=== pipe_stage_buf ===
[src/rtl/pipe_stage_buf.sv]
// rtl/pipe_stage_buf.sv - parametrised ready/valid pipeline stage with optional skid entry
//
// Purpose: register stage placed between two pipeline stages. Holds up to one
// (SKID=0) or two (SKID=1) beats, supports backpressure, a synchronous flush
// that inserts a bubble, and a saturating stall counter.
//
// Ports:
//   clk        rising-edge clock
//   startin_n  asynchronous active-low reset
//   flush      synchronous flush; empties the stage
//   in_valid   upstream beat present
//   in_ready   stage can accept a beat this cycle
//   in_data    upstream payload
//   out_valid  downstream beat present
//   out_ready  downstream accepts this cycle
//   out_data   oldest held payload, NOP_VALUE when empty
//   occupancy  number of held entries
//   stall_cnt  saturating count of cycles with out_valid & !out_ready

module pipe_stage_buf #(
  parameter int               WIDTH     = 64,
  parameter logic [WIDTH-1:0] NOP_VALUE = '0,
  parameter int               SKID      = 1,
  parameter int               CNT_W     = 16
) (
  input  logic             clk,
  input  logic             startin_n,
  input  logic             flush,
  input  logic             in_valid,
  output logic             in_ready,
  input  logic [WIDTH-1:0] in_data,
  output logic             out_valid,
  input  logic             out_ready,
  output logic [WIDTH-1:0] out_data,
  output logic [1:0]       occupancy,
  output logic [CNT_W-1:0] stall_cnt
);

  localparam logic [1:0] EMPTY = 2'd0;
  localparam logic [1:0] ONE   = 2'd1;
  localparam logic [1:0] FULL  = 2'd2;

  logic [1:0]       occ_q, occ_d;
  logic [WIDTH-1:0] main_q, main_d;
  logic [WIDTH-1:0] skid_q, skid_d;
  logic [CNT_W-1:0] stall_cnt_q, stall_cnt_d;

  logic accept;
  logic deliver;

  // With a skid entry, ready depends only on the occupancy flop, which cuts
  // the out_ready -> in_ready path. Without it, a held beat can be replaced
  // in the same cycle it leaves.
  assign in_ready  = (SKID != 0) ? (occ_q != FULL)
                                 : ((occ_q == EMPTY) || out_ready);
  assign out_valid = (occ_q != EMPTY);
  assign out_data  = out_valid ? main_q : NOP_VALUE;
  assign occupancy = occ_q;
  assign stall_cnt = stall_cnt_q;

  assign accept  = in_valid  && in_ready;
  assign deliver = out_valid && out_ready;

  always_comb begin
    occ_d  = occ_q;
    main_d = main_q;
    skid_d = skid_q;

    case (occ_q)
      EMPTY: begin
        if (accept) begin
          occ_d  = ONE;
          main_d = in_data;
        end
      end
      ONE: begin
        if (accept && deliver) begin
          main_d = in_data;
        end else if (accept) begin
          // Only reachable with a skid entry; in single-register mode an
          // accept while holding a beat implies a deliver.
          occ_d  = FULL;
          skid_d = in_data;
        end else if (deliver) begin
          occ_d = EMPTY;
        end
      end
      FULL: begin
        if (deliver) begin
          occ_d  = ONE;
          main_d = skid_q;
        end
      end
      default: occ_d = EMPTY;
    endcase

    // Flush overrides any accept; a beat delivered this cycle still left.
    if (flush) begin
      occ_d = EMPTY;
    end
  end

  always_comb begin
    stall_cnt_d = stall_cnt_q;
    if (out_valid && !out_ready && !(&stall_cnt_q)) begin
      stall_cnt_d = stall_cnt_q + 1'b1;
    end
  end

  always_ff @(posedge clk or negedge startin_n) begin
    if (!startin_n) begin
      occ_q       <= EMPTY;
      main_q      <= NOP_VALUE;
      skid_q      <= NOP_VALUE;
      stall_cnt_q <= '0;
    end else begin
      occ_q       <= occ_d;
      main_q      <= main_d;
      skid_q      <= skid_d;
      stall_cnt_q <= stall_cnt_d;
    end
  end

endmodule

[config.mk]
export PLATFORM = sky130hd
export DESIGN_NAME = pipe_stage_buf
export DESIGN_NICKNAME = d
export VERILOG_FILES = /design/src/rtl/pipe_stage_buf.sv
export SDC_FILE = /design/constraint.sdc
export NUM_CORES = 1
export LEC_CHECK = 0
export ABC_AREA = 0
export CELL_PAD_IN_SITES_DETAIL_PLACEMENT = 0
export CELL_PAD_IN_SITES_GLOBAL_PLACEMENT = 2
export CORE_ASPECT_RATIO = 0.9
export CORE_MARGIN = 3
export CORE_UTILIZATION = 30
export CTS_CLUSTER_SIZE = 30
export DETAILED_ROUTE_END_ITERATION = 7
export GPL_ROUTABILITY_DRIVEN = 0
export PLACE_DENSITY = 0.8
export SYNTH_ARGS = -nofsm -noshare
export SYNTH_HDL_FRONTEND = slang
export SYNTH_SLANG_ARGS = --single-unit
[constraint.sdc]
create_clock -name clk -period 2.15 [get_ports clk]
set_input_delay 0.215 -clock clk [delete_from_list [all_inputs] [get_ports clk]]
set_output_delay 0.215 -clock clk [all_outputs]
set_load 0.02 [all_outputs]
=== step_key_front_end ===
[config.mk]
export PLATFORM = sky130hd
export DESIGN_NAME = step_key_front_end
export DESIGN_NICKNAME = d
export VERILOG_FILES = /design/src/rtl/step_key_front_end.sv
export SDC_FILE = /design/constraint.sdc
export NUM_CORES = 1
export LEC_CHECK = 0
export ABC_AREA = 1
export ABC_CLOCK_PERIOD_IN_PS = 2400
export CORE_MARGIN = 5
export CORE_UTILIZATION = 55
export CTS_BUF_LIST = sky130_fd_sc_hd__clkbuf_4 sky130_fd_sc_hd__clkbuf_8
export DETAILED_ROUTE_END_ITERATION = 10
export PLACE_DENSITY = 0.76
export RECOVER_POWER = 25
export REMOVE_ABC_BUFFERS = 1
export SYNTH_ARGS = -nofsm -noshare
export SYNTH_HDL_FRONTEND = slang
export SYNTH_SLANG_ARGS = --single-unit
[constraint.sdc]
create_clock -name CLOCK_50 -period 2.4 [get_ports CLOCK_50]
set_clock_uncertainty 0.2 [all_clocks]
set_input_delay 0.6 -clock CLOCK_50 [delete_from_list [all_inputs] [get_ports CLOCK_50]]
set_output_delay 0.6 -clock CLOCK_50 [all_outputs]
set_load 0.01 [all_outputs]
[src/rtl/step_key_front_end.sv]
// rtl/step_key_front_end.sv - pushbutton synchronizer, one-shot FSM, step lockout filter and hex decoder
// Combinational 4-bit to 7-segment decoder for the DE2 HEX displays; segments active-low.
module hex7seg (
  input  logic [3:0] v,
  output logic [0:6] hex
);
  always_comb begin
    hex = 7'b1111111;
    case (v)
      4'h0: hex = 7'b0000001;
      4'h1: hex = 7'b1001111;
      4'h2: hex = 7'b0010010;
      4'h3: hex = 7'b0000110;
      4'h4: hex = 7'b1001100;
      4'h5: hex = 7'b0100100;
      4'h6: hex = 7'b0100000;
      4'h7: hex = 7'b0001111;
      4'h8: hex = 7'b0000000;
      4'h9: hex = 7'b0000100;
      4'hA: hex = 7'b0001000;
      4'hB: hex = 7'b1100000;
      4'hC: hex = 7'b0110001;
      4'hD: hex = 7'b1000010;
      4'hE: hex = 7'b0110000;
      4'hF: hex = 7'b0111000;
      default: hex = 7'b1111111;
    endcase
  end
endmodule

module step_key_front_end #(
  parameter int LOCKOUT_CYCLES = 12500000
) (
  input  logic       CLOCK_50,
  input  logic       ResetN,
  input  logic       KeyN,
  output logic       Bo,
  output logic       StepOut,
  input  logic [3:0] V,
  output logic [0:6] Hex
);
  localparam int CW = (LOCKOUT_CYCLES > 1) ? $clog2(LOCKOUT_CYCLES) : 1;
  localparam logic [CW-1:0] CNT_LOAD = CW'(LOCKOUT_CYCLES - 1);
  localparam logic [CW-1:0] CNT_ONE  = CW'(1);

  localparam logic [1:0] BTN_IDLE  = 2'd0;
  localparam logic [1:0] BTN_PULSE = 2'd1;
  localparam logic [1:0] BTN_WAIT  = 2'd2;

  localparam logic [0:0] FLT_READY = 1'b0;
  localparam logic [0:0] FLT_LOCK  = 1'b1;

  logic          s1, s2;
  logic          pressed;
  logic [1:0]    btn_state, btn_next;
  logic [0:0]    flt_state;
  logic [CW-1:0] cnt;

  // Two-flop synchronizer; resets to the released level so no press is seen out of reset.
  always_ff @(posedge CLOCK_50 or negedge ResetN) begin
    if (!ResetN) begin
      s1 <= 1'b1;
      s2 <= 1'b1;
    end else begin
      s1 <= KeyN;
      s2 <= s1;
    end
  end

  assign pressed = ~s2;

  always_comb begin
    btn_next = BTN_IDLE;
    case (btn_state)
      BTN_IDLE:  btn_next = pressed ? BTN_PULSE : BTN_IDLE;
      BTN_PULSE: btn_next = pressed ? BTN_WAIT  : BTN_IDLE;
      BTN_WAIT:  btn_next = pressed ? BTN_WAIT  : BTN_IDLE;
      default:   btn_next = BTN_IDLE;
    endcase
  end

  always_ff @(posedge CLOCK_50 or negedge ResetN) begin
    if (!ResetN) begin
      btn_state <= BTN_IDLE;
    end else begin
      btn_state <= btn_next;
    end
  end

  // Moore output decoded from state so an asynchronous reset clears it immediately.
  assign Bo = (btn_state == BTN_PULSE);

  // Lockout: a Bo arriving in the same cycle the counter expires is dropped, giving L+1 spacing.
  always_ff @(posedge CLOCK_50 or negedge ResetN) begin
    if (!ResetN) begin
      flt_state <= FLT_READY;
      cnt       <= '0;
      StepOut   <= 1'b0;
    end else begin
      StepOut <= 1'b0;
      case (flt_state)
        FLT_READY: begin
          if (Bo) begin
            StepOut   <= 1'b1;
            cnt       <= CNT_LOAD;
            flt_state <= FLT_LOCK;
          end
        end
        FLT_LOCK: begin
          if (cnt == '0) begin
            flt_state <= FLT_READY;
          end else begin
            cnt <= cnt - CNT_ONE;
          end
        end
        default: flt_state <= FLT_READY;
      endcase
    end
  end

  hex7seg u_hex (
    .v   (V),
    .hex (Hex)
  );
endmodule

=== adder_pg_stage ===
## config.mk

```make
export PLATFORM = sky130hd
export DESIGN_NAME = adder_pg_stage
export DESIGN_NICKNAME = d
export VERILOG_FILES = /design/src/rtl/adder_pg_stage_pkg.sv /design/src/rtl/adder_pg_stage_pg_prep.sv /design/src/rtl/adder_pg_stage.sv
export SDC_FILE = /design/constraint.sdc
export NUM_CORES = 1
export LEC_CHECK = 0
export ABC_AREA = 1
export CAP_MARGIN = 20
export CORE_UTILIZATION = 40
export DETAILED_ROUTE_END_ITERATION = 16
export GPL_TIMING_DRIVEN = 0
export PLACE_DENSITY_LB_ADDON = 0.2
export SLEW_MARGIN = 0
export SYNTH_ARGS = -nofsm -noshare
export SYNTH_HDL_FRONTEND = slang
export SYNTH_SLANG_ARGS = --single-unit
```

## constraint.sdc

```tcl
create_clock -name clk -period 9.9 [get_ports clk]
set_input_delay 1.485 -clock clk [delete_from_list [all_inputs] [get_ports clk]]
set_output_delay 1.485 -clock clk [all_outputs]
set_load 0.1 [all_outputs]
```

## src/rtl/adder_pg_stage_pkg.sv

```systemverilog
// Shared definitions for the adder generate/propagate front end.
//
// Contents:
//   LEN_DATA        MSB index of a data word (data width is LEN_DATA+1)
//   OP_W            opcode width
//   OP_ADD..OP_CMP  opcode encodings; 5..7 are illegal
//   op_inverts_b    opcode subtracts (operand B is inverted)
//   op_uses_cf      opcode consumes the architectural carry flag
//   op_is_illegal   opcode is outside the defined set
package adder_pg_stage_pkg;

  localparam int LEN_DATA = 31;
  localparam int OP_W     = 3;

  localparam logic [OP_W-1:0] OP_ADD = 3'd0;
  localparam logic [OP_W-1:0] OP_SUB = 3'd1;
  localparam logic [OP_W-1:0] OP_ADC = 3'd2;
  localparam logic [OP_W-1:0] OP_SBC = 3'd3;
  localparam logic [OP_W-1:0] OP_CMP = 3'd4;

  function automatic logic op_inverts_b(input logic [OP_W-1:0] op);
    return (op == OP_SUB) || (op == OP_SBC) || (op == OP_CMP);
  endfunction

  function automatic logic op_uses_cf(input logic [OP_W-1:0] op);
    return (op == OP_ADC) || (op == OP_SBC);
  endfunction

  function automatic logic op_is_illegal(input logic [OP_W-1:0] op);
    return op > OP_CMP;
  endfunction

endpackage

```

## src/rtl/adder_pg_stage_pg_prep.sv

```systemverilog
// Combinational operand preparation for the prefix adder.
// Inverts B for subtract-type opcodes, selects the carry-in and forms the
// per-bit generate/propagate vectors. The carry-in is folded into bit 0, so
// the prefix network needs no separate carry-in path.
//
// Ports:
//   a, b     operands
//   op       opcode (5..7 behave as ADD and raise illegal)
//   cf       carry flag value to use for ADC/SBC
//   g, p     generate / propagate vectors with bit-0 fold applied
//   cin      effective carry-in (needed again for the final sum)
//   illegal  opcode was outside the defined set
module adder_pg_stage_pg_prep
  import adder_pg_stage_pkg::*;
#(
  parameter int DATA_W = LEN_DATA + 1
) (
  input  logic [DATA_W-1:0] a,
  input  logic [DATA_W-1:0] b,
  input  logic [OP_W-1:0]   op,
  input  logic              cf,
  output logic [DATA_W-1:0] g,
  output logic [DATA_W-1:0] p,
  output logic              cin,
  output logic              illegal
);

  logic [DATA_W-1:0] b_eff;
  logic [DATA_W-1:0] half;

  always_comb begin
    illegal = op_is_illegal(op);
    b_eff   = op_inverts_b(op) ? ~b : b;

    if (op == OP_SUB || op == OP_CMP) begin
      cin = 1'b1;
    end else if (op_uses_cf(op)) begin
      cin = cf;
    end else begin
      cin = 1'b0;
    end

    half = a ^ b_eff;
    g    = a & b_eff;
    p    = half;
    // Bit-0 fold: bit 0 generates if it would carry out given cin, and no
    // longer propagates, so prefix carries already include cin.
    g[0] = g[0] | (half[0] & cin);
    p[0] = half[0] & ~cin;
  end

endmodule

```

## src/rtl/adder_pg_stage.sv

```systemverilog
// Pipelined front end of the prefix adder.
// Computes g/p for each accepted beat and registers it into a 2-entry skid
// buffer (main M drives the outputs, skid S catches the beat that arrives
// while M is stalled). Also holds the architectural carry flag.
//
// Handshake: a beat transfers on a clock edge where valid and ready are both
// high. in_ready is a register (~S.valid). While out_valid=1 and
// out_ready=0, all outputs are held stable.
//
// Ports:
//   clk, rst                clock, asynchronous active-high reset
//   flush                   synchronous drop of both entries and the input beat
//   in_valid/in_ready       upstream handshake
//   in_a, in_b, in_op, in_tag   operands, opcode, passthrough tag
//   cf_upd_valid, cf_upd    carry-flag write from the sum stage
//   out_valid/out_ready     downstream handshake
//   out_generate, out_propogate, out_cin, out_op, out_tag, out_illegal  beat
//   carry_flag              architectural carry flag
module adder_pg_stage
  import adder_pg_stage_pkg::*;
#(
  parameter int DATA_W = LEN_DATA + 1,
  parameter int TAG_W  = 4
) (
  input  logic              clk,
  input  logic              rst,
  input  logic              flush,
  input  logic              in_valid,
  output logic              in_ready,
  input  logic [DATA_W-1:0] in_a,
  input  logic [DATA_W-1:0] in_b,
  input  logic [OP_W-1:0]   in_op,
  input  logic [TAG_W-1:0]  in_tag,
  input  logic              cf_upd_valid,
  input  logic              cf_upd,
  output logic              out_valid,
  input  logic              out_ready,
  output logic [DATA_W-1:0] out_generate,
  output logic [DATA_W-1:0] out_propogate,
  output logic              out_cin,
  output logic [OP_W-1:0]   out_op,
  output logic [TAG_W-1:0]  out_tag,
  output logic              out_illegal,
  output logic              carry_flag
);

  typedef struct packed {
    logic [DATA_W-1:0] g;
    logic [DATA_W-1:0] p;
    logic              cin;
    logic [OP_W-1:0]   op;
    logic [TAG_W-1:0]  tag;
    logic              illegal;
  } beat_t;

  beat_t m_q, s_q, new_beat;
  logic  m_valid, s_valid;
  logic  accept, drain, cf_eff;

  // A flag update landing in the same cycle as an ADC/SBC is bypassed so the
  // instruction sees the newest carry rather than the stale register.
  assign cf_eff = cf_upd_valid ? cf_upd : carry_flag;

  adder_pg_stage_pg_prep #(.DATA_W(DATA_W)) u_prep (
    .a       (in_a),
    .b       (in_b),
    .op      (in_op),
    .cf      (cf_eff),
    .g       (new_beat.g),
    .p       (new_beat.p),
    .cin     (new_beat.cin),
    .illegal (new_beat.illegal)
  );
  assign new_beat.op  = in_op;
  assign new_beat.tag = in_tag;

  assign in_ready = ~s_valid;
  assign accept   = in_valid & in_ready;
  assign drain    = m_valid & out_ready;

  always_ff @(posedge clk or posedge rst) begin
    if (rst) begin
      m_valid <= 1'b0;
      s_valid <= 1'b0;
      m_q     <= '0;
      s_q     <= '0;
    end else if (flush) begin
      m_valid <= 1'b0;
      s_valid <= 1'b0;
    end else if (drain) begin
      // S valid implies in_ready=0, so no accept can coincide with S->M.
      if (s_valid) begin
        m_q     <= s_q;
        s_valid <= 1'b0;
      end else if (accept) begin
        m_q <= new_beat;
      end else begin
        m_valid <= 1'b0;
      end
    end else if (!m_valid) begin
      if (accept) begin
        m_valid <= 1'b1;
        m_q     <= new_beat;
      end
    end else if (accept) begin
      s_valid <= 1'b1;
      s_q     <= new_beat;
    end
  end

  always_ff @(posedge clk or posedge rst) begin
    if (rst) begin
      carry_flag <= 1'b0;
    end else if (cf_upd_valid) begin
      carry_flag <= cf_upd;
    end
  end

  assign out_valid     = m_valid;
  assign out_generate  = m_q.g;
  assign out_propogate = m_q.p;
  assign out_cin       = m_q.cin;
  assign out_op        = m_q.op;
  assign out_tag       = m_q.tag;
  assign out_illegal   = m_q.illegal;

endmodule

```

=== ee1k_access_ctrl ===
### src/rtl/ee1k_access_ctrl.sv
// Access sequencer and round-robin two-port arbiter for the S018EE1KX16 EEPROM macro (64 x 16).
// Optional write busy-window timeouts are compiled in with EE_WR_TIMEOUT_EN.
module ee1k_access_ctrl #(
  parameter int AW      = 6,
  parameter int DW      = 16,
  parameter int SETUP   = 1,
  parameter int WEN_LOW = 2
`ifdef EE_WR_TIMEOUT_EN
  ,
  parameter logic [19:0] TO_LO = 20'd2048,
  parameter logic [19:0] TO_HI = 20'd40000
`endif
) (
  input  logic          RD_CLK,
  input  logic          RSTN,
  input  logic          req0,
  input  logic          we0,
  input  logic [AW-1:0] addr0,
  input  logic [DW-1:0] wdata0,
  input  logic          req1,
  input  logic          we1,
  input  logic [AW-1:0] addr1,
  input  logic [DW-1:0] wdata1,
  output logic          gnt0,
  output logic          gnt1,
  output logic          done0,
  output logic          done1,
  output logic [DW-1:0] rdata,
  output logic          err,
  output logic          busy,
  output logic [AW-1:0] ee_a,
  output logic [DW-1:0] ee_dbi,
  output logic          ee_cen,
  output logic          ee_oen,
  output logic          ee_wen,
  input  logic [DW-1:0] ee_dbo,
  input  logic          ee_ready
);

  typedef enum logic [3:0] {
    IDLE, RD_ISSUE, RD_CAP, WR_SETUP, WR_PULSE, WR_HOLD, WR_WAIT_LO, WR_WAIT_HI, DONE
  } state_t;

  localparam logic [7:0] SETUP_LAST = 8'(SETUP - 1);
  localparam logic [7:0] WEN_LAST   = 8'(WEN_LOW - 1);

  state_t        state_reg, state_next;
  logic          ptr_reg, ptr_next;
  logic          port_reg, port_next;
  logic [7:0]    ph_cnt_reg, ph_cnt_next;
  logic          ready_meta_reg, ready_s_reg;
  logic          gnt0_reg, gnt0_next, gnt1_reg, gnt1_next;
  logic          done0_reg, done0_next, done1_reg, done1_next;
  logic          err_reg, err_next, busy_reg, busy_next;
  logic [DW-1:0] rdata_reg, rdata_next;
  logic [AW-1:0] ee_a_reg, ee_a_next;
  logic [DW-1:0] ee_dbi_reg, ee_dbi_next;
  logic          ee_cen_reg, ee_cen_next, ee_oen_reg, ee_oen_next, ee_wen_reg, ee_wen_next;
`ifdef EE_WR_TIMEOUT_EN
  logic [19:0]   wait_cnt_reg, wait_cnt_next;
`endif

  logic          sel_valid, sel_port, sel_we;
  logic [AW-1:0] sel_addr;
  logic [DW-1:0] sel_wdata;

  // With both ports requesting, the pointer names the winner.
  always_comb begin
    sel_valid = req0 | req1;
    sel_port  = (req0 & req1) ? ptr_reg : req1;
    sel_we    = sel_port ? we1 : we0;
    sel_addr  = sel_port ? addr1 : addr0;
    sel_wdata = sel_port ? wdata1 : wdata0;
  end

  always_comb begin
    state_next  = state_reg;
    ptr_next    = ptr_reg;
    port_next   = port_reg;
    ph_cnt_next = ph_cnt_reg;
    gnt0_next   = 1'b0;
    gnt1_next   = 1'b0;
    done0_next  = 1'b0;
    done1_next  = 1'b0;
    err_next    = err_reg;
    rdata_next  = rdata_reg;
    ee_a_next   = ee_a_reg;
    ee_dbi_next = ee_dbi_reg;
    ee_cen_next = ee_cen_reg;
    ee_oen_next = ee_oen_reg;
    ee_wen_next = ee_wen_reg;
`ifdef EE_WR_TIMEOUT_EN
    wait_cnt_next = wait_cnt_reg;
`endif
    case (state_reg)
      // DONE also arbitrates so a new grant can follow the done cycle directly.
      IDLE, DONE: begin
        state_next = IDLE;
        if (sel_valid) begin
          port_next   = sel_port;
          ptr_next    = ~sel_port;
          gnt0_next   = ~sel_port;
          gnt1_next   = sel_port;
          err_next    = 1'b0;
          ph_cnt_next = 8'd0;
          ee_a_next   = sel_addr;
          ee_cen_next = 1'b0;
          if (sel_we) begin
            ee_dbi_next = sel_wdata;
            ee_wen_next = 1'b1;
            state_next  = WR_SETUP;
          end else begin
            ee_oen_next = 1'b0;
            state_next  = RD_ISSUE;
          end
        end
      end
      RD_ISSUE: state_next = RD_CAP;
      RD_CAP: begin
        rdata_next  = ee_dbo;
        ee_cen_next = 1'b1;
        ee_oen_next = 1'b1;
        ee_a_next   = '0;
        done0_next  = ~port_reg;
        done1_next  = port_reg;
        state_next  = DONE;
      end
      WR_SETUP: begin
        if (ph_cnt_reg == SETUP_LAST) begin
          ph_cnt_next = 8'd0;
          ee_wen_next = 1'b0;
          state_next  = WR_PULSE;
        end else begin
          ph_cnt_next = ph_cnt_reg + 8'd1;
        end
      end
      WR_PULSE: begin
        if (ph_cnt_reg == WEN_LAST) begin
          ee_wen_next = 1'b1;
          state_next  = WR_HOLD;
        end else begin
          ph_cnt_next = ph_cnt_reg + 8'd1;
        end
      end
      WR_HOLD: begin
        ee_a_next   = '0;
        ee_dbi_next = '0;
        state_next  = WR_WAIT_LO;
`ifdef EE_WR_TIMEOUT_EN
        wait_cnt_next = 20'd0;
`endif
      end
      WR_WAIT_LO: begin
        if (!ready_s_reg) begin
          state_next = WR_WAIT_HI;
`ifdef EE_WR_TIMEOUT_EN
          wait_cnt_next = 20'd0;
        end else if (wait_cnt_reg >= TO_LO) begin
          err_next    = 1'b1;
          ee_cen_next = 1'b1;
          done0_next  = ~port_reg;
          done1_next  = port_reg;
          state_next  = DONE;
        end else begin
          wait_cnt_next = wait_cnt_reg + 20'd1;
`endif
        end
      end
      WR_WAIT_HI: begin
        if (ready_s_reg) begin
          ee_cen_next = 1'b1;
          done0_next  = ~port_reg;
          done1_next  = port_reg;
          state_next  = DONE;
`ifdef EE_WR_TIMEOUT_EN
        end else if (wait_cnt_reg >= TO_HI) begin
          err_next    = 1'b1;
          ee_cen_next = 1'b1;
          done0_next  = ~port_reg;
          done1_next  = port_reg;
          state_next  = DONE;
        end else begin
          wait_cnt_next = wait_cnt_reg + 20'd1;
`endif
        end
      end
      default: state_next = IDLE;
    endcase
    busy_next = (state_next != IDLE);
  end

  always_ff @(posedge RD_CLK or negedge RSTN) begin
    if (!RSTN) begin
      state_reg      <= IDLE;
      ptr_reg        <= 1'b0;
      port_reg       <= 1'b0;
      ph_cnt_reg     <= 8'd0;
      ready_meta_reg <= 1'b1;
      ready_s_reg    <= 1'b1;
      gnt0_reg       <= 1'b0;
      gnt1_reg       <= 1'b0;
      done0_reg      <= 1'b0;
      done1_reg      <= 1'b0;
      err_reg        <= 1'b0;
      busy_reg       <= 1'b0;
      rdata_reg      <= '0;
      ee_a_reg       <= '0;
      ee_dbi_reg     <= '0;
      ee_cen_reg     <= 1'b1;
      ee_oen_reg     <= 1'b1;
      ee_wen_reg     <= 1'b1;
`ifdef EE_WR_TIMEOUT_EN
      wait_cnt_reg   <= 20'd0;
`endif
    end else begin
      state_reg      <= state_next;
      ptr_reg        <= ptr_next;
      port_reg       <= port_next;
      ph_cnt_reg     <= ph_cnt_next;
      ready_meta_reg <= ee_ready;
      ready_s_reg    <= ready_meta_reg;
      gnt0_reg       <= gnt0_next;
      gnt1_reg       <= gnt1_next;
      done0_reg      <= done0_next;
      done1_reg      <= done1_next;
      err_reg        <= err_next;
      busy_reg       <= busy_next;
      rdata_reg      <= rdata_next;
      ee_a_reg       <= ee_a_next;
      ee_dbi_reg     <= ee_dbi_next;
      ee_cen_reg     <= ee_cen_next;
      ee_oen_reg     <= ee_oen_next;
      ee_wen_reg     <= ee_wen_next;
`ifdef EE_WR_TIMEOUT_EN
      wait_cnt_reg   <= wait_cnt_next;
`endif
    end
  end

  assign gnt0   = gnt0_reg;
  assign gnt1   = gnt1_reg;
  assign done0  = done0_reg;
  assign done1  = done1_reg;
  assign err    = err_reg;
  assign busy   = busy_reg;
  assign rdata  = rdata_reg;
  assign ee_a   = ee_a_reg;
  assign ee_dbi = ee_dbi_reg;
  assign ee_cen = ee_cen_reg;
  assign ee_oen = ee_oen_reg;
  assign ee_wen = ee_wen_reg;

endmodule
### config.mk
export PLATFORM = sky130hd
export DESIGN_NAME = ee1k_access_ctrl
export DESIGN_NICKNAME = d
export VERILOG_FILES = /design/src/rtl/ee1k_access_ctrl.sv
export SDC_FILE = /design/constraint.sdc
export NUM_CORES = 1
export LEC_CHECK = 0
export CAP_MARGIN = 0
export CORE_AREA = 2 2 82 84
export CTS_CLUSTER_SIZE = 14
export DETAILED_ROUTE_END_ITERATION = 8
export DIE_AREA = 0 0 84 86
export GPL_TIMING_DRIVEN = 0
export MAX_ROUTING_LAYER = met4
export PLACE_DENSITY = 0.84
export SYNTH_ARGS = -nofsm -noshare
export SYNTH_HDL_FRONTEND = slang
export SYNTH_SLANG_ARGS = --single-unit
### constraint.sdc
create_clock -name RD_CLK -period 6 [get_ports RD_CLK]
set_clock_uncertainty 0.15 [all_clocks]
set_input_delay 0.6 -clock RD_CLK [delete_from_list [all_inputs] [get_ports RD_CLK]]
set_output_delay 0.6 -clock RD_CLK [all_outputs]
set_load 0.005 [all_outputs]
**ee1k_access_ctrl: cell area per tile**

Drawn at 4 px/µm. The die is cut into 8 by 9 equal tiles; white is low, dark blue is high, 0 to 100% covered.
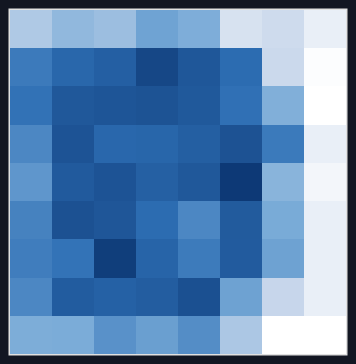
mean over tiles = 59%
fullest tile = 96%
nearly empty tiles = 5.6%
utilization after layout: 69.3%
Core Density at Floorplan: 46.1%

==> results.txt, ee1k_access_ctrl <==
State of the implementation.

- The run finished with clean final reports.
- By count the netlist is led by sky130_fd_sc_hd__dfrtp_1 (57), sky130_fd_sc_hd__nor2_1 (30), sky130_fd_sc_hd__mux2i_1 (22), sky130_fd_sc_hd__a211oi_1 (17), sky130_fd_sc_hd__mux2_2 (16).
- The proportion of register bits with asynchronous set or reset after synthesis is 100%, for reference.
- Per the layout area report, the register area comes to 1560 µm².
- The number of hold buffers added after CTS was 0.
- The leakage power total is 1.89 nW, for reference.
- The proportion of synthesized area in mux cells is 14.2%, for reference.
- The number of diodes added for antenna fixing is 0, for reference.
- The timing report gives the worst reg2reg path a setup slack of 3730 ps.
- The share of synthesized area occupied by flip-flops and latches is 53.8%, for reference.
- The fraction of met3 tracks used by global routing is 6.74%, for reference.
- TritonCTS created 9 clock buffers.
- The dominant kind of combinational cell is simple AND/OR/NAND/NOR gates, for reference.
- The maximum operating frequency is 423 MHz, for reference.
- The count of placed standard cells including taps is 436, for reference.
- For this run, the chip area from Yosys synthesis comes to 2900 µm².
[ee1k_access_ctrl: where the power goes]
| part | total (mW) | switching, mW | internal [mW] |
|---|---|---|---|
| sequential | 0.700 | 0.0994 | 0.601 |
| clock | 0.410 | 0.158 | 0.253 |
| combinational | 0.912 | 0.381 | 0.531 |
[ee1k_access_ctrl: final cells by class]
class | instances | area share [%]
Timing Repair Buffer | 113 | 26.1
Clock inverter | 4 | 1.61
Clock buffer | 11 | 3.48
Tap cell | 77 | 2.22
Multi-Input combinational cell | 165 | 28.5
Sequential cell | 62 | 35.8
Buffer | 14 | 1.84
Inverter | 5 | 0.432
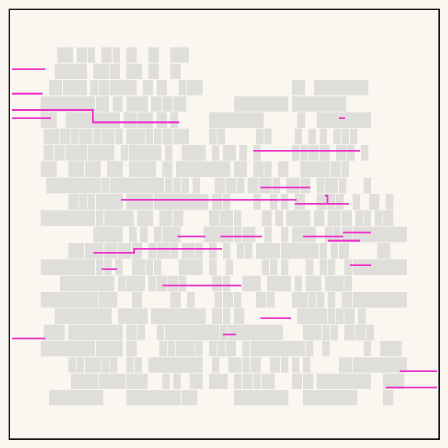
**Above:** step_key_front_end (met3 routing).
Drawn at 6 px/µm.
nets with wire on the layer = 17
share of all routed wire = 4.4%
wire length on this layer = 205 µm
longest straight run = 29.0 µm
via total after detailed routing: 1920
overall routed net length: 4680 µm
global routing usage on met3: 4.21%

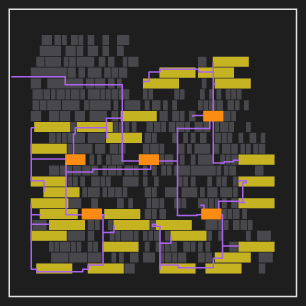
**Above:** step_key_front_end (clock distribution).
Drawn at 4 px/µm.
yellow -> flip-flops  # count 30
purple -> clock wires  # length 404 µm
orange -> clock-net drivers  # count 5
routed clock nets = 6
Power Clock: 426 µW
proportion of power drawn by the clock network: 39.2%
later-pin clock latency in the skew report: 280 ps

==> results.txt, step_key_front_end <==
State of the implementation.

- The dominant kind of combinational cell is simple AND/OR/NAND/NOR gates, for reference.
- The sequential power is 527 µW, for reference.
- The residual DRC count is 0, for reference.
- Final hold analysis gives a worst-case slack of 159 ps.
- The flow ran to the end, and the final reports show no timing, DRC or antenna violations.
- In the setup report, the worst path falls into the class input pin to output port.
- The top cell type's share of synthesized area is 33.8%, for reference.
- The first global-routing pass estimated 8300 µm of wire.
- The final setup TNS is 0 ps, for reference.
- The share of synthesized area occupied by flip-flops and latches is 36.3%, for reference.
- The max-slew violation count is 0, for reference.
- sky130_fd_sc_hd__dfrtp_1 takes more of the synthesized area than any other cell.
- The initial antenna violation count is 0, for reference.
- The routed length on met1 is 2080 µm, for reference.
- The floorplan die height is 71.4 µm, for reference.
- The final standard cell area without fillers is 2460 µm², for reference.
- The floorplan report lists the tap cell count as 48.
- The number of diodes added for antenna fixing is 0, for reference.
[step_key_front_end: path summary, 6_finish.rpt]
kind                                          from                   to  slack, ps  cells after the start
max in group asynchronous                   ResetN   cnt[4]$_DFFE_PN0P_        820                      2
worst max-delay path                          V[1]               Hex[0]         60                      8
worst min-delay path                  s1$_DFF_PN1_         s2$_DFF_PN1_        160                      0
min in group asynchronous                   ResetN  cnt[13]$_DFFE_PN0P_        700                      2
worst min register to register        s1$_DFF_PN1_         s2$_DFF_PN1_        160                      0
worst max register to register  cnt[1]$_DFFE_PN0P_   cnt[1]$_DFFE_PN0P_        340                      8
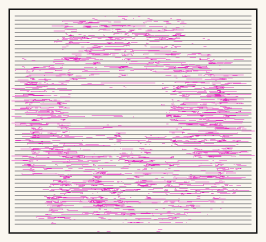
**Above:** pipe_stage_buf (metal 1).
Drawn at 1.5 px/µm. Supply wires on this layer in gray.
share of all routed wire = 44%
nets with wire on the layer = 697
wire length on this layer = 7400 µm
overall routed net length: 16900 µm
via total after detailed routing: 4819
M1 GR Usage: 17.8%

==> results.txt, pipe_stage_buf <==
State of the implementation.

- Combinational logic burns 21.4% of the power.
- The sink count of the clock tree is 146, for reference.
- A synthesized cell averages 11.7 µm².
- Buffers inserted to repair hold after CTS numbered 1.
- The total clock buffers created by CTS is 17, for reference.
- The flow ran to the end, and the final reports show no timing, DRC or antenna violations.
- The pre-CTS worst setup slack is 191 ps, for reference.
- The global routing usage on met2 is 23.5%, for reference.
- The final layout net count is 803, for reference.
- The final hold slack is 316 ps, for reference.
- Per the detail_route report, vias per standard cell equal 4.65.
- The critical path in the final layout is reported with a setup slack of 93.7 ps.
- The final standard cell area without fillers is 9230 µm², for reference.
- The non-clock buffer instance count of the final layout is 175, for reference.
- The startpoint type of the worst setup path is a flop, for reference.
- The worst setup path is captured at an output port.
- Per the detail_route report, routed wire per instance is 16.3 µm.
- The detailed-placement wirelength estimate is 11300 µm, for reference.
- The non-clock inverter instance count of the final layout is 3, for reference.
- The top-level port count is 153, for reference.
- Per the synthesis report, the simple-gate share of the synthesized area is 13.4%.
- For the clock group, total power comes out at 2.95 mW.
==> pipe_stage_buf: Yosys cell counts (all sizes together) <==
cell type,number
dfrtp,146
a21oi,72
nor2,69
mux2,66
and2,65
mux2i,65
buf,31
and3,8
clkbuf,8
nand4,8
xnor2,8
nand3,7
inv,3
nor3,3
a21boi,2
and4,2
nand2b,2
nor2b,2
xor2,2
a31oi,1
and3b,1
ha,1
nand2,1
nand4b,1
nor3b,1
o21ba,1
o22a,1
o2bb2ai,1
==> pipe_stage_buf: registers in the layout, indices dropped and copies added, names as in the netlist <==
register / cells
stall_cnt: 16
occupancy: 2
main_q: 64
skid_q: 64
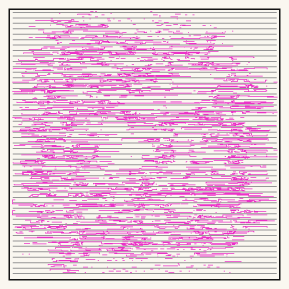
**Above:** adder_pg_stage (metal 1).
Drawn at 2 px/µm. Supply wires on this layer in gray.
main direction = horizontal
longest straight run = 44.2 µm
nets with wire on the layer = 992
share of all routed wire = 49%
wire length on this layer = 9150 µm
overall routed net length: 18800 µm
M1 GR Usage: 30.7%
via total after detailed routing: 5970

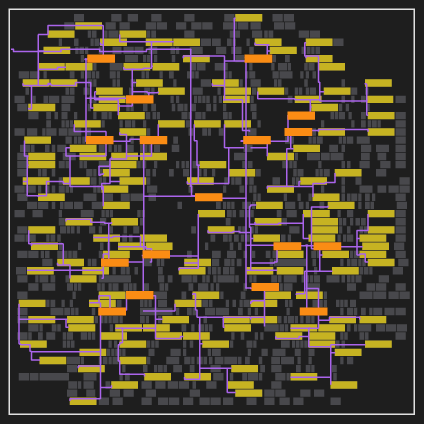
**Above:** adder_pg_stage (clock distribution).
Drawn at 3 px/µm.
orange -> clock-net drivers  # count 17
yellow -> flip-flops  # count 149
purple -> clock wires  # length 1950 µm
routed clock nets = 18
flops lie = widely spread
proportion of power drawn by the clock network: 26.3%
Power Clock: 668 µW

==> results.txt, adder_pg_stage <==
State of the implementation.

- The width of the chip is 135 µm, for reference.
- The via count of the first global-routing pass is 5822.
- The commonest cells after synthesis are sky130_fd_sc_hd__nand2_1 (294), sky130_fd_sc_hd__dfrtp_1 (149), sky130_fd_sc_hd__inv_1 (80), sky130_fd_sc_hd__o22ai_1 (70), sky130_fd_sc_hd__o21ai_0 (57).
- After synthesis, the netlist uses 22 different library cells.
- After Yosys synthesis, XOR and XNOR cells account for 3.99% of the synthesized area.
- The total internal power is 1.44 mW, for reference.
- The tool flagged a number of max-cap violations equal to 0.
- At the end of routability-driven placement, the weighted congestion stood at 0.784.
- The power share of the sequential group is 33.7%, for reference.
- In this run the biggest area consumer among cell types represents 53.1% of the synthesized area.
- The final global-route overflow total is 0, for reference.
- The slack of the worst reg-to-reg path is 8070 ps, for reference.
- The final hold slack is 474 ps, for reference.
- Among all flip-flop cells after synthesis, the most frequent one is sky130_fd_sc_hd__dfrtp_1.
- The time the worst path needs with I/O delays and setup is 3640 ps, for reference.
- The registers of the reported paths see a clock transition of 70 ps.
- The AND-OR/OR-AND share of the synthesized area is 12.5%, for reference.
- The number of nets at floorplan is 922, for reference.
- The post-synthesis average cell area is 8.65 µm², for reference.
- The worst pin sits at a relative slew slack of 31.6%.
- The flow ran to the end, and the final reports show no timing, DRC or antenna violations.
- Registers represent a cell area share of 39.3%.
- The first global-routing pass estimated 30400 µm of wire.
## adder_pg_stage: metal layers
| metal | GRT usage (%) | wire length [µm] | vias up |
|---|---|---|---|
| met5 | 0 | 0 | - |
| met4 | 7.93 | 322 | 0 |
| li1 | - | - | 2960 |
| met2 | 34.5 | 8520 | 154 |
| met3 | 3.98 | 852 | 22 |
| met1 | 30.7 | 9150 | 2834 |
## adder_pg_stage: sequential cells by signal (all words and copies together) (netlist names)
signal and count:
s_q 73, out_generate 32, out_propogate 32, out_tag 4
out_op 3, carry_flag 1, out_cin 1, out_illegal 1
out_valid 1, s_valid 1

==> notes/layouts.md <==
Pictures saved along the way, in no particular order.

Clock wiring as the flow saved it.
picture 1
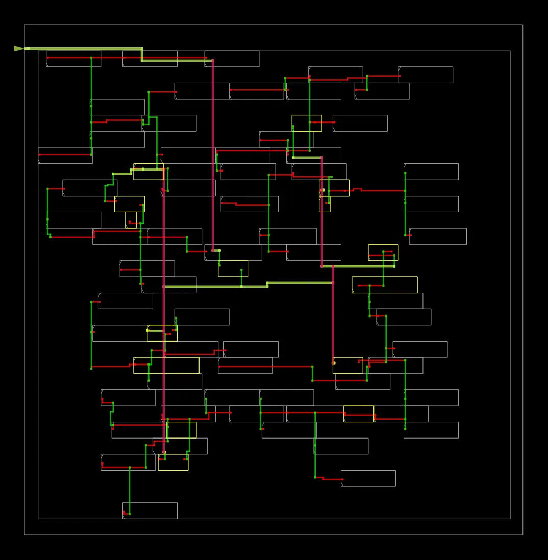
picture 2
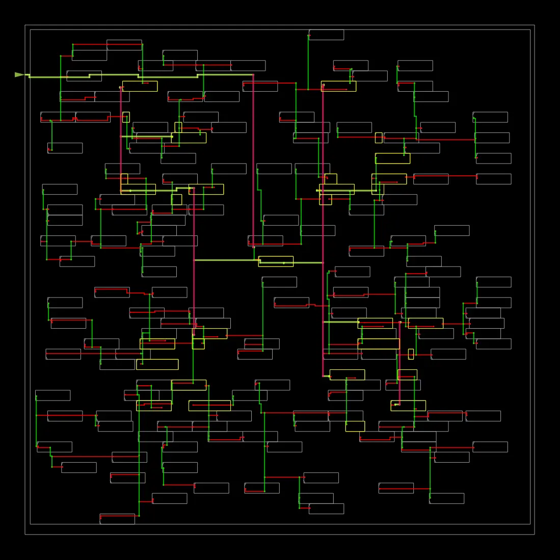
picture 3
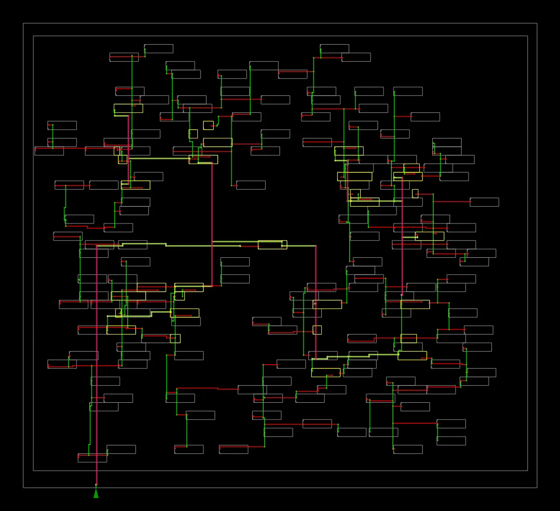
picture 4
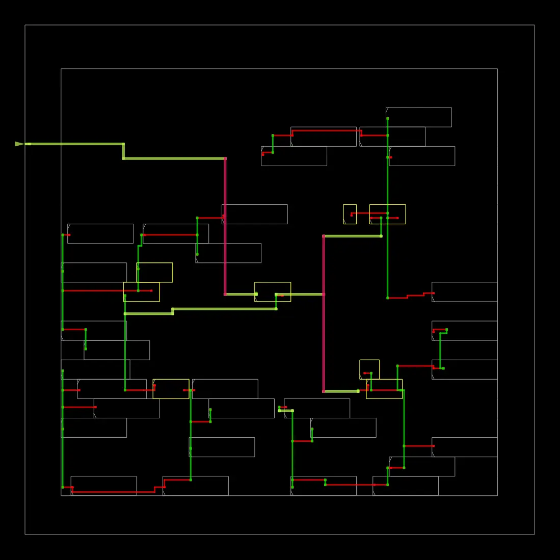
- fewest sequential cells: picture 4
- fewest clock buffers: picture 4
For step_key_front_end, see picture 4.
For adder_pg_stage, see picture 2.
For ee1k_access_ctrl, see picture 1.
For pipe_stage_buf, see picture 3.



==> layout pictures side by side <==
Met3 routing.
(a)
Drawn at 6 px/µm.
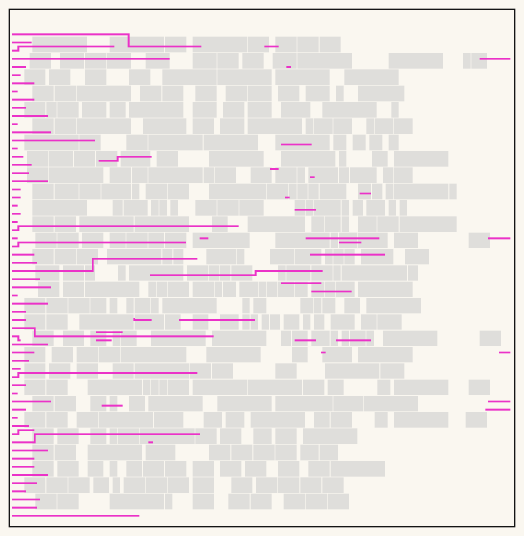
(b)
Drawn at 4 px/µm.
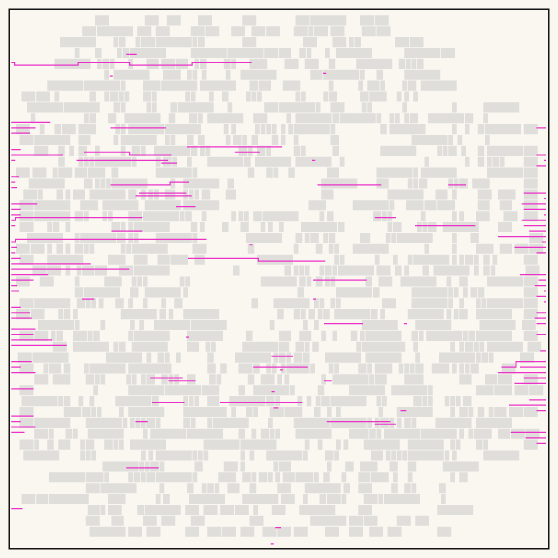
(c)
Drawn at 3 px/µm.
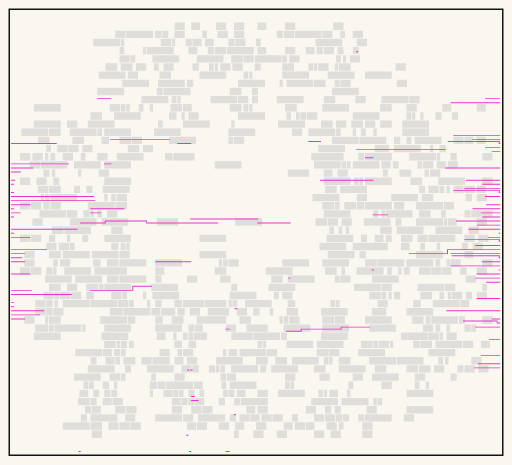
| from | picture |
|---|---|
| pipe_stage_buf | (c) |
| adder_pg_stage | (b) |
| ee1k_access_ctrl | (a) |

Key to (a):
share of all routed wire = 8.1%
wire length on this layer = 597 µm


==> gallery <==
Cell area per tile.
image #1
Drawn at 2 px/µm. The die is cut into 16 by 15 equal tiles; white is low, dark blue is high, 0 to 100% covered.
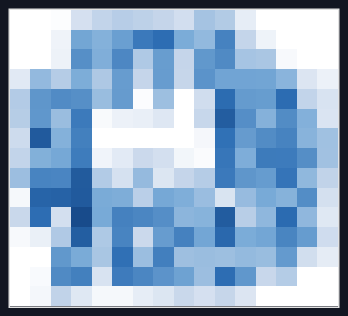
image #2
Drawn at 4 px/µm. The die is cut into 7 by 7 equal tiles; white is low, dark blue is high, 0 to 100% covered.
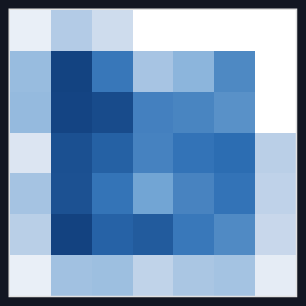
image #3
Drawn at 3 px/µm. The die is cut into 13 by 13 equal tiles; white is low, dark blue is high, 0 to 100% covered.
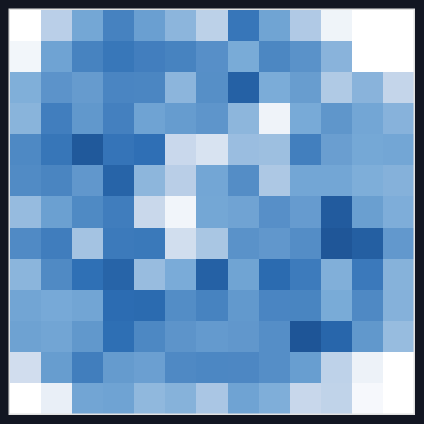
| picture | from |
|---|---|
| image #1 | pipe_stage_buf |
| image #3 | adder_pg_stage |
| image #2 | step_key_front_end |

Key to image #1:
fullest tile = 89%
tiles over 75% full = 6.7%
nearly empty tiles = 14%

Power and IR drop assume default switching activity.
